######## design 1 ########
### Signal metal coverage by tile, design 1

22 x 22 tiles, from dark blue (low) to red (high), scaled to the fullest tile. Values are wire area over tile area, all layers added.
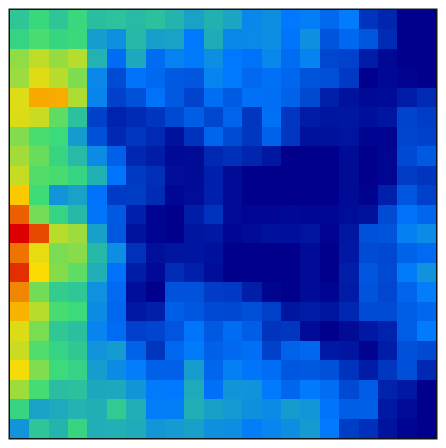

### src/rtl/sram_rw_initiator_if.sv
// sram_rw_initiator_if: request/response handshake bundle between a cache controller and the SRAM initiator
// Ports: req_valid/req_ready/req_write/req_addr/req_wdata/req_wmask carry requests; resp_valid/resp_ready/resp_rdata return read data
interface sram_rw_initiator_if #(
  parameter int ADDR_W = 8,
  parameter int DATA_W = 256,
  parameter int MASK_W = 32
);
  logic              req_valid;
  logic              req_ready;
  logic              req_write;
  logic [ADDR_W-1:0] req_addr;
  logic [DATA_W-1:0] req_wdata;
  logic [MASK_W-1:0] req_wmask;
  logic              resp_valid;
  logic              resp_ready;
  logic [DATA_W-1:0] resp_rdata;
  modport master (
    output req_valid, req_write, req_addr, req_wdata, req_wmask, resp_ready,
    input  req_ready, resp_valid, resp_rdata
  );
  modport slave (
    input  req_valid, req_write, req_addr, req_wdata, req_wmask, resp_ready,
    output req_ready, resp_valid, resp_rdata
  );
endinterface

### src/rtl/sram_rw_initiator.sv
// sram_rw_initiator: zero-fills a masked single-port SRAM after reset, then maps a request stream onto RW0 cycles
// Ports: clock (also RW0_clk), reset_n (async, active-low); bus = request/response stream (slave side);
//        init_done high once the zero-fill completes; sram_addr/en/wmode/wmask/wdata drive RW0_*, sram_rdata from RW0_rdata
module sram_rw_initiator #(
  parameter int ADDR_W = 8,
  parameter int DEPTH  = 256,
  parameter int DATA_W = 256,
  parameter int MASK_W = 32
) (
  input  logic              clock,
  input  logic              reset_n,
  sram_rw_initiator_if.slave bus,
  output logic              init_done,
  output logic [ADDR_W-1:0] sram_addr,
  output logic              sram_en,
  output logic              sram_wmode,
  output logic [MASK_W-1:0] sram_wmask,
  output logic [DATA_W-1:0] sram_wdata,
  input  logic [DATA_W-1:0] sram_rdata
);
  typedef enum logic {INIT, RUN} state_t;
  state_t            state, state_nx;
  logic [ADDR_W-1:0] init_ctr;
  logic              rd_pend, fire, push, pop, wr_ptr, rd_ptr;
  logic [1:0]        cnt, occ;
  logic [DATA_W-1:0] fifo_q [2];
  // occ counts every read accepted but not yet consumed, so the FIFO can never be overrun
  assign occ            = cnt + {1'b0, rd_pend};
  assign pop            = bus.resp_valid && bus.resp_ready;
  assign push           = rd_pend;
  assign bus.req_ready  = state == RUN && (occ < 2'd2 || pop);
  assign fire           = bus.req_valid && bus.req_ready;
  assign bus.resp_valid = cnt != 2'd0;
  assign bus.resp_rdata = fifo_q[rd_ptr];
  assign init_done      = state == RUN;
  always_ff @(posedge clock or negedge reset_n)
    if (!reset_n) state <= INIT;
    else state <= state_nx;
  always_comb begin
    state_nx   = state == INIT && init_ctr == ADDR_W'(DEPTH - 1) ? RUN : state;
    sram_en    = state == INIT || fire;
    sram_wmode = state == INIT || bus.req_write;
    sram_addr  = state == INIT ? init_ctr : bus.req_addr;
    sram_wmask = state == INIT ? '1 : bus.req_wmask;
    sram_wdata = state == INIT ? '0 : bus.req_wdata;
  end
  // Read data is valid exactly one cycle after the enable, so it is captured unconditionally then
  always_ff @(posedge clock or negedge reset_n)
    if (!reset_n) begin
      init_ctr  <= '0;
      rd_pend   <= 1'b0;
      cnt       <= 2'd0;
      wr_ptr    <= 1'b0;
      rd_ptr    <= 1'b0;
      fifo_q[0] <= '0;
      fifo_q[1] <= '0;
    end else begin
      assert (!(push && cnt == 2'd2));
      if (state == INIT) init_ctr <= init_ctr + 1'b1;
      rd_pend <= fire && !bus.req_write;
      if (push) fifo_q[wr_ptr] <= sram_rdata;
      wr_ptr <= wr_ptr ^ push;
      rd_ptr <= rd_ptr ^ pop;
      cnt    <= cnt + {1'b0, push} - {1'b0, pop};
    end
endmodule

### src/flat_wrapper.sv
// flat-port wrapper written by rule: the top's interface ports become plain ports
module sram_rw_initiator_flat 
#(
  parameter int ADDR_W = 8,
  parameter int DEPTH  = 256,
  parameter int DATA_W = 256,
  parameter int MASK_W = 32
)
  (clock, reset_n, init_done, sram_addr, sram_en, sram_wmode, sram_wmask, sram_wdata, sram_rdata, bus_req_valid, bus_req_write, bus_req_addr, bus_req_wdata, bus_req_wmask, bus_resp_ready, bus_req_ready, bus_resp_valid, bus_resp_rdata);
  sram_rw_initiator_if #(.ADDR_W(ADDR_W), .DATA_W(DATA_W), .MASK_W(MASK_W)) bus_i ();
  input  logic clock;
  input  logic reset_n;
  output logic init_done;
  output logic [ADDR_W-1:0] sram_addr;
  output logic sram_en;
  output logic sram_wmode;
  output logic [MASK_W-1:0] sram_wmask;
  output logic [DATA_W-1:0] sram_wdata;
  input  logic [DATA_W-1:0] sram_rdata;
  input wire logic [$bits(bus_i.req_valid)-1:0] bus_req_valid;
  input wire logic [$bits(bus_i.req_write)-1:0] bus_req_write;
  input wire logic [$bits(bus_i.req_addr)-1:0] bus_req_addr;
  input wire logic [$bits(bus_i.req_wdata)-1:0] bus_req_wdata;
  input wire logic [$bits(bus_i.req_wmask)-1:0] bus_req_wmask;
  input wire logic [$bits(bus_i.resp_ready)-1:0] bus_resp_ready;
  output wire logic [$bits(bus_i.req_ready)-1:0] bus_req_ready;
  output wire logic [$bits(bus_i.resp_valid)-1:0] bus_resp_valid;
  output wire logic [$bits(bus_i.resp_rdata)-1:0] bus_resp_rdata;
  assign bus_i.req_valid = bus_req_valid;
  assign bus_i.req_write = bus_req_write;
  assign bus_i.req_addr = bus_req_addr;
  assign bus_i.req_wdata = bus_req_wdata;
  assign bus_i.req_wmask = bus_req_wmask;
  assign bus_i.resp_ready = bus_resp_ready;
  assign bus_req_ready = bus_i.req_ready;
  assign bus_resp_valid = bus_i.resp_valid;
  assign bus_resp_rdata = bus_i.resp_rdata;
  sram_rw_initiator #(.ADDR_W(ADDR_W), .DEPTH(DEPTH), .DATA_W(DATA_W), .MASK_W(MASK_W)) u_core (.clock(clock), .reset_n(reset_n), .bus(bus_i), .init_done(init_done), .sram_addr(sram_addr), .sram_en(sram_en), .sram_wmode(sram_wmode), .sram_wmask(sram_wmask), .sram_wdata(sram_wdata), .sram_rdata(sram_rdata));
endmodule
### config.mk
export PLATFORM = sky130hd
export DESIGN_NAME = sram_rw_initiator_flat
export DESIGN_NICKNAME = d
export VERILOG_FILES = /design/src/rtl/sram_rw_initiator_if.sv /design/src/rtl/sram_rw_initiator.sv /design/src/flat_wrapper.sv
export SDC_FILE = /design/constraint.sdc
export NUM_CORES = 1
export LEC_CHECK = 0
export CAP_MARGIN = 20
export CELL_PAD_IN_SITES_DETAIL_PLACEMENT = 0
export CELL_PAD_IN_SITES_GLOBAL_PLACEMENT = 1
export CORE_AREA = 2 2 428 430
export CTS_BUF_LIST = sky130_fd_sc_hd__clkbuf_8
export DETAILED_ROUTE_END_ITERATION = 16
export DIE_AREA = 0 0 430 432
export PLACE_DENSITY = 0.43
export SLEW_MARGIN = 30
export SYNTH_ARGS = -nofsm -noshare
export SYNTH_HDL_FRONTEND = slang
export SYNTH_SLANG_ARGS = --single-unit
### constraint.sdc
create_clock -name clock -period 2.1 [get_ports clock]
set_clock_uncertainty 0.1 [all_clocks]
set_input_delay 0.21 -clock clock [delete_from_list [all_inputs] [get_ports clock]]
set_output_delay 0.21 -clock clock [all_outputs]
set_load 0.005 [all_outputs]
######## design 2 ########
**src/rtl/instr_fetch.sv**
```systemverilog
// Instruction fetch stage: owns the program counter, reads the instruction memory
// combinationally and registers the fetched word into ir for the decode stage.
module instr_fetch #(
    parameter logic [31:0] RESET_PC = 32'd0,
    parameter int          IMEM_AW  = 10
) (
    input  logic               clk,
    input  logic               rst,
    input  logic               stall,
    input  logic               redirect_valid,
    input  logic [31:0]        redirect_pc,
    output logic [IMEM_AW-1:0] imem_addr,
    input  logic [31:0]        imem_rdata,
    output logic [31:0]        ir,
    output logic [31:0]        ir_pc,
    output logic               ir_valid,
    output logic               halted,
    output logic [31:0]        fetch_count
);

    typedef enum logic {
        RUN    = 1'b0,
        HALTED = 1'b1
    } state_t;

    localparam logic [5:0] OP_J    = 6'b010000;
    localparam logic [5:0] OP_HALT = 6'b111111;

    state_t      state_reg;
    state_t      state_next;
    logic [31:0] pc_reg;
    logic [31:0] pc_next;
    logic [31:0] ir_reg;
    logic [31:0] ir_next;
    logic [31:0] ir_pc_reg;
    logic [31:0] ir_pc_next;
    logic        ir_valid_reg;
    logic        ir_valid_next;
    logic [31:0] count_reg;
    logic [31:0] count_next;

    logic [5:0]  opcode;
    logic        fetch_en;

    assign opcode    = imem_rdata[31:26];
    assign imem_addr = pc_reg[IMEM_AW-1:0];
    // A fetch only happens in RUN when nothing higher-priority claims the edge.
    assign fetch_en  = !redirect_valid && !stall && (state_reg == RUN);

    // State register
    always_ff @(posedge clk) begin
        if (rst) begin
            state_reg <= RUN;
        end else begin
            state_reg <= state_next;
        end
    end

    // Next-state logic
    always_comb begin
        state_next = state_reg;
        if (redirect_valid) begin
            state_next = RUN;
        end else if (fetch_en && (opcode == OP_HALT)) begin
            state_next = HALTED;
        end
    end

    // Output logic
    always_comb begin
        halted = (state_reg == HALTED);
    end

    // Datapath next values; stall holds everything by default.
    always_comb begin
        pc_next       = pc_reg;
        ir_next       = ir_reg;
        ir_pc_next    = ir_pc_reg;
        ir_valid_next = ir_valid_reg;
        count_next    = count_reg;
        if (redirect_valid) begin
            pc_next       = redirect_pc;
            ir_next       = 32'd0;
            ir_pc_next    = 32'd0;
            ir_valid_next = 1'b0;
        end else if (!stall) begin
            if (state_reg == RUN) begin
                ir_next       = imem_rdata;
                ir_pc_next    = pc_reg;
                ir_valid_next = 1'b1;
                count_next    = count_reg + 32'd1;
                // Jumps are resolved here so the target follows with no bubble.
                if (opcode == OP_J) begin
                    pc_next = {6'b0, imem_rdata[25:0]};
                end else if (opcode == OP_HALT) begin
                    pc_next = pc_reg;
                end else begin
                    pc_next = pc_reg + 32'd1;
                end
            end else begin
                ir_next       = 32'd0;
                ir_valid_next = 1'b0;
            end
        end
    end

    always_ff @(posedge clk) begin
        if (rst) begin
            pc_reg       <= RESET_PC;
            ir_reg       <= 32'd0;
            ir_pc_reg    <= 32'd0;
            ir_valid_reg <= 1'b0;
            count_reg    <= 32'd0;
        end else begin
            pc_reg       <= pc_next;
            ir_reg       <= ir_next;
            ir_pc_reg    <= ir_pc_next;
            ir_valid_reg <= ir_valid_next;
            count_reg    <= count_next;
        end
    end

    assign ir          = ir_reg;
    assign ir_pc       = ir_pc_reg;
    assign ir_valid    = ir_valid_reg;
    assign fetch_count = count_reg;

endmodule
```
**config.mk**
```make
export PLATFORM = sky130hd
export DESIGN_NAME = instr_fetch
export DESIGN_NICKNAME = d
export VERILOG_FILES = /design/src/rtl/instr_fetch.sv
export SDC_FILE = /design/constraint.sdc
export NUM_CORES = 1
export LEC_CHECK = 0
export CAP_MARGIN = 20
export CORE_MARGIN = 1
export CORE_UTILIZATION = 31
export CTS_BUF_LIST = sky130_fd_sc_hd__clkbuf_2
export DETAILED_ROUTE_END_ITERATION = 12
export PLACE_DENSITY_LB_ADDON = 0.05
export SLEW_MARGIN = 10
export SYNTH_ARGS = -nofsm -noshare
export SYNTH_HDL_FRONTEND = slang
export SYNTH_SLANG_ARGS = --single-unit
```
**constraint.sdc**
```tcl
create_clock -name clk -period 2.5 [get_ports clk]
set_input_delay 0.625 -clock clk [delete_from_list [all_inputs] [get_ports clk]]
set_output_delay 0.625 -clock clk [all_outputs]
set_load 0.005 [all_outputs]
```
### Sequential cells grouped by signal name, design 1

The bar under the picture is 100 µm long. Other sequential cells in the stronger gray, the rest of the logic in the fainter gray.
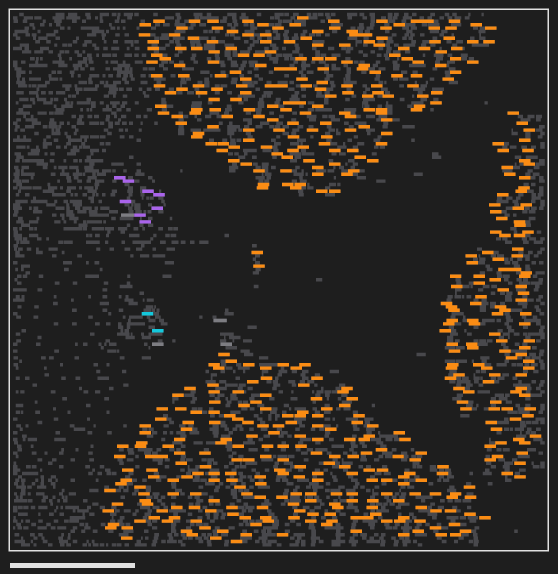
- `u_core.init_ctr`: purple (placed flops 8)
- `u_core.cnt`: cyan (placed flops 2)
- `u_core.fifo_q`: orange (placed flops 512; where spread over the die)
- not colored: 4
Finished Core Util: 26.23%
Seq group: 10.2 mW

### Clock wires, drivers and flops, design 1

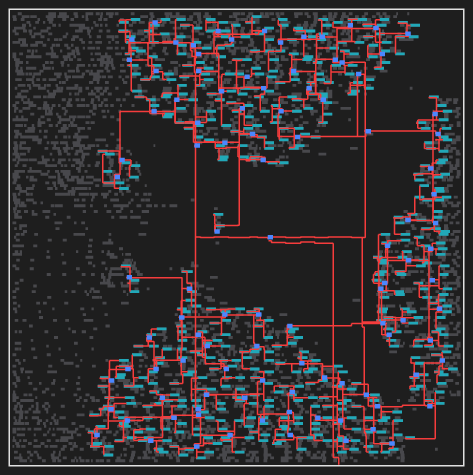
- flip-flops: cyan (count 526)
- cells driving clock nets: blue (count 104)
- clock wires: red (length 10100 µm)
- flops lie: spread over the die
- routed clock nets: 105
relative contribution of the clock network to total power: 40.8%
Late-Pin Clk Latency: 0.78 ns

Notes on 'Signal metal coverage by tile' of design 1 above:
- emptiest ninth of the die: center
- mean over tiles: 0.16
- fullest tile: 0.68
- nearly empty tiles: 13%
- tiles over half the peak: 11%
total detailed-routing wirelength: 168000 µm
post-detailed-route wirelength per cell: 28.88 µm

==> results.json, design 1 <==
{
  "finalSetupViolations": 557,
  "post-route-worst-setup-slack_ns": -0.7825,
  "placementRows": 157,
  "power_clock_mw": 11.2,
  "violated_checks": "setup timing",
  "timing.critical_path.mode_cell": "sky130_fd_sc_hd__buf_12",
  "post_synth_main_logic_family": "multiplexers",
  "synth_cell_type_count": 26,
  "post_cts_setup_buffers": 16,
  "well_tap_count": 2385,
  "timing.hold.worst_endpoint": "u_core.push",
  "run_status": "finished, violations left",
  "critPathBufInv": 4,
  "adder_share_pct": 0.2410,
  "global_route.usage.met2_pct": 34.93,
  "half_perimeter_wire_length_after_detailed_placement_um": 138900,
  "vias": 20982,
  "dpl_cell_area_mm2": 0.04196,
  "seq_area_mm2": 0.01317,
  "pwr-share-comb_pct": 22.1,
  "path_max_fanout": 13,
  "r2r_setup_slack_ns": 0.33,
  "die_area_mm2": 0.1858,
  "synthesis.yosys.warnings": 0,
  "p_int_mw": 19.86,
  "layout.comb_gates.multi_input": 1098,
  "dpl.cell_count": 5278,
  "drt_first_pass_iters": 4,
  "clock_area_share_pct": 4.658,
  "avgSynthCellArea_um2": 14.85,
  "i_o_pins": 1114,
  "synth.area.top_cells": "sky130_fd_sc_hd__dfrtp_1, sky130_fd_sc_hd__mux2_2, sky130_fd_sc_hd__mux2_4"
}
### Clock wires, drivers and flops, design 2

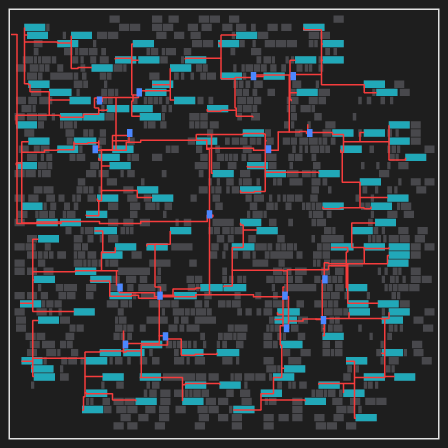
- cells driving clock nets: blue (count 17)
- clock wires: red (length 1920 µm)
- flip-flops: cyan (count 130)
- flops lie: spread over the die
relative contribution of the clock network to total power: 34.8%
clock network power: 1.51 mW
Clock Skew: 0.03298 ns
Late-Pin Clk Latency: 0.72 ns

### Cell sizes after repair, design 2

The bar under the picture is 50 µm long.
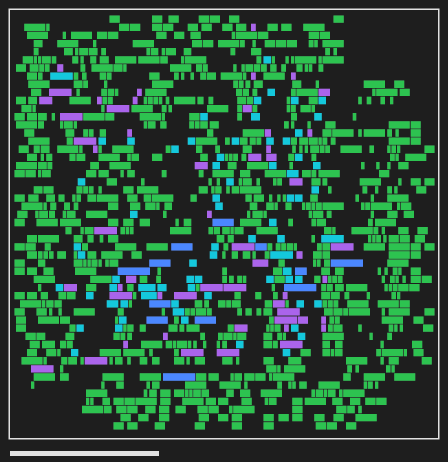
- drive 1 or less: green (cells 824; share 86%)
- drive 2: purple (cells 54; share 5.6%)
- drive 6 and up: blue (cells 12; share 1.2%)
- drive 3 to 4: cyan (cells 71; share 7.4%)
Setup WS post-layout: 0.1238 ns
area growth from synthesis to layout: 42.93%
summed area of non-filler cells in the final layout: 0.008827 mm²

==> results.json, design 2 <==
{
  "n_sequential_cell": 130,
  "floorplan.core_area_mm2": 0.01953,
  "run_status": "finished clean",
  "detail_route.wirelength_um": 21650,
  "remaining_routing_drc_violations": 0,
  "clock_area_share_pct": 3.161,
  "grtUsageTotal_pct": 21.70,
  "detail_route.wl_per_cell_um": 17.64,
  "drt-initial-drc-count": 274,
  "timing.hold.worst_endpoint": "pc_reg[13]",
  "vias": 6328,
  "via_count_of_the_first_global_routing_pass": 6251,
  "tritoncts": "done",
  "tritoncts_buffer_count": 17,
  "grt_start_max_net_pins": 34,
  "design.final.nets": 1018,
  "power_density_mw_per_mm2": 490.5,
  "grt_antenna_before_repair": 1,
  "postRouteAntennaNets": 0,
  "setup.worst_path.start_class": "register",
  "mappedNetlistArea_mm2": 0.006176
}

==> layout pictures side by side <==
Cell outlines without signal wires.
panel A
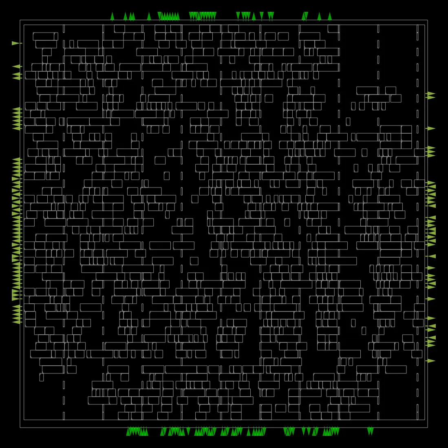
panel B
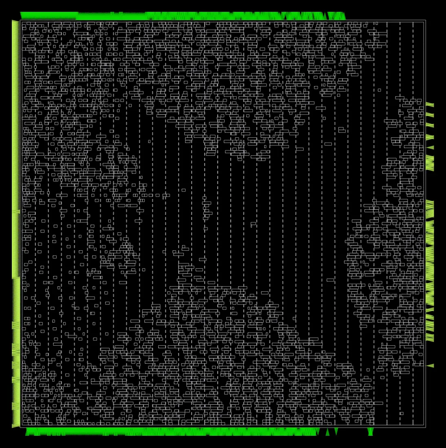
- highest utilization: panel A
- most sequential cells: panel B
- panel B = design 1
- panel A = design 2


No activity file was given, so power comes from the tool's default toggle rates.
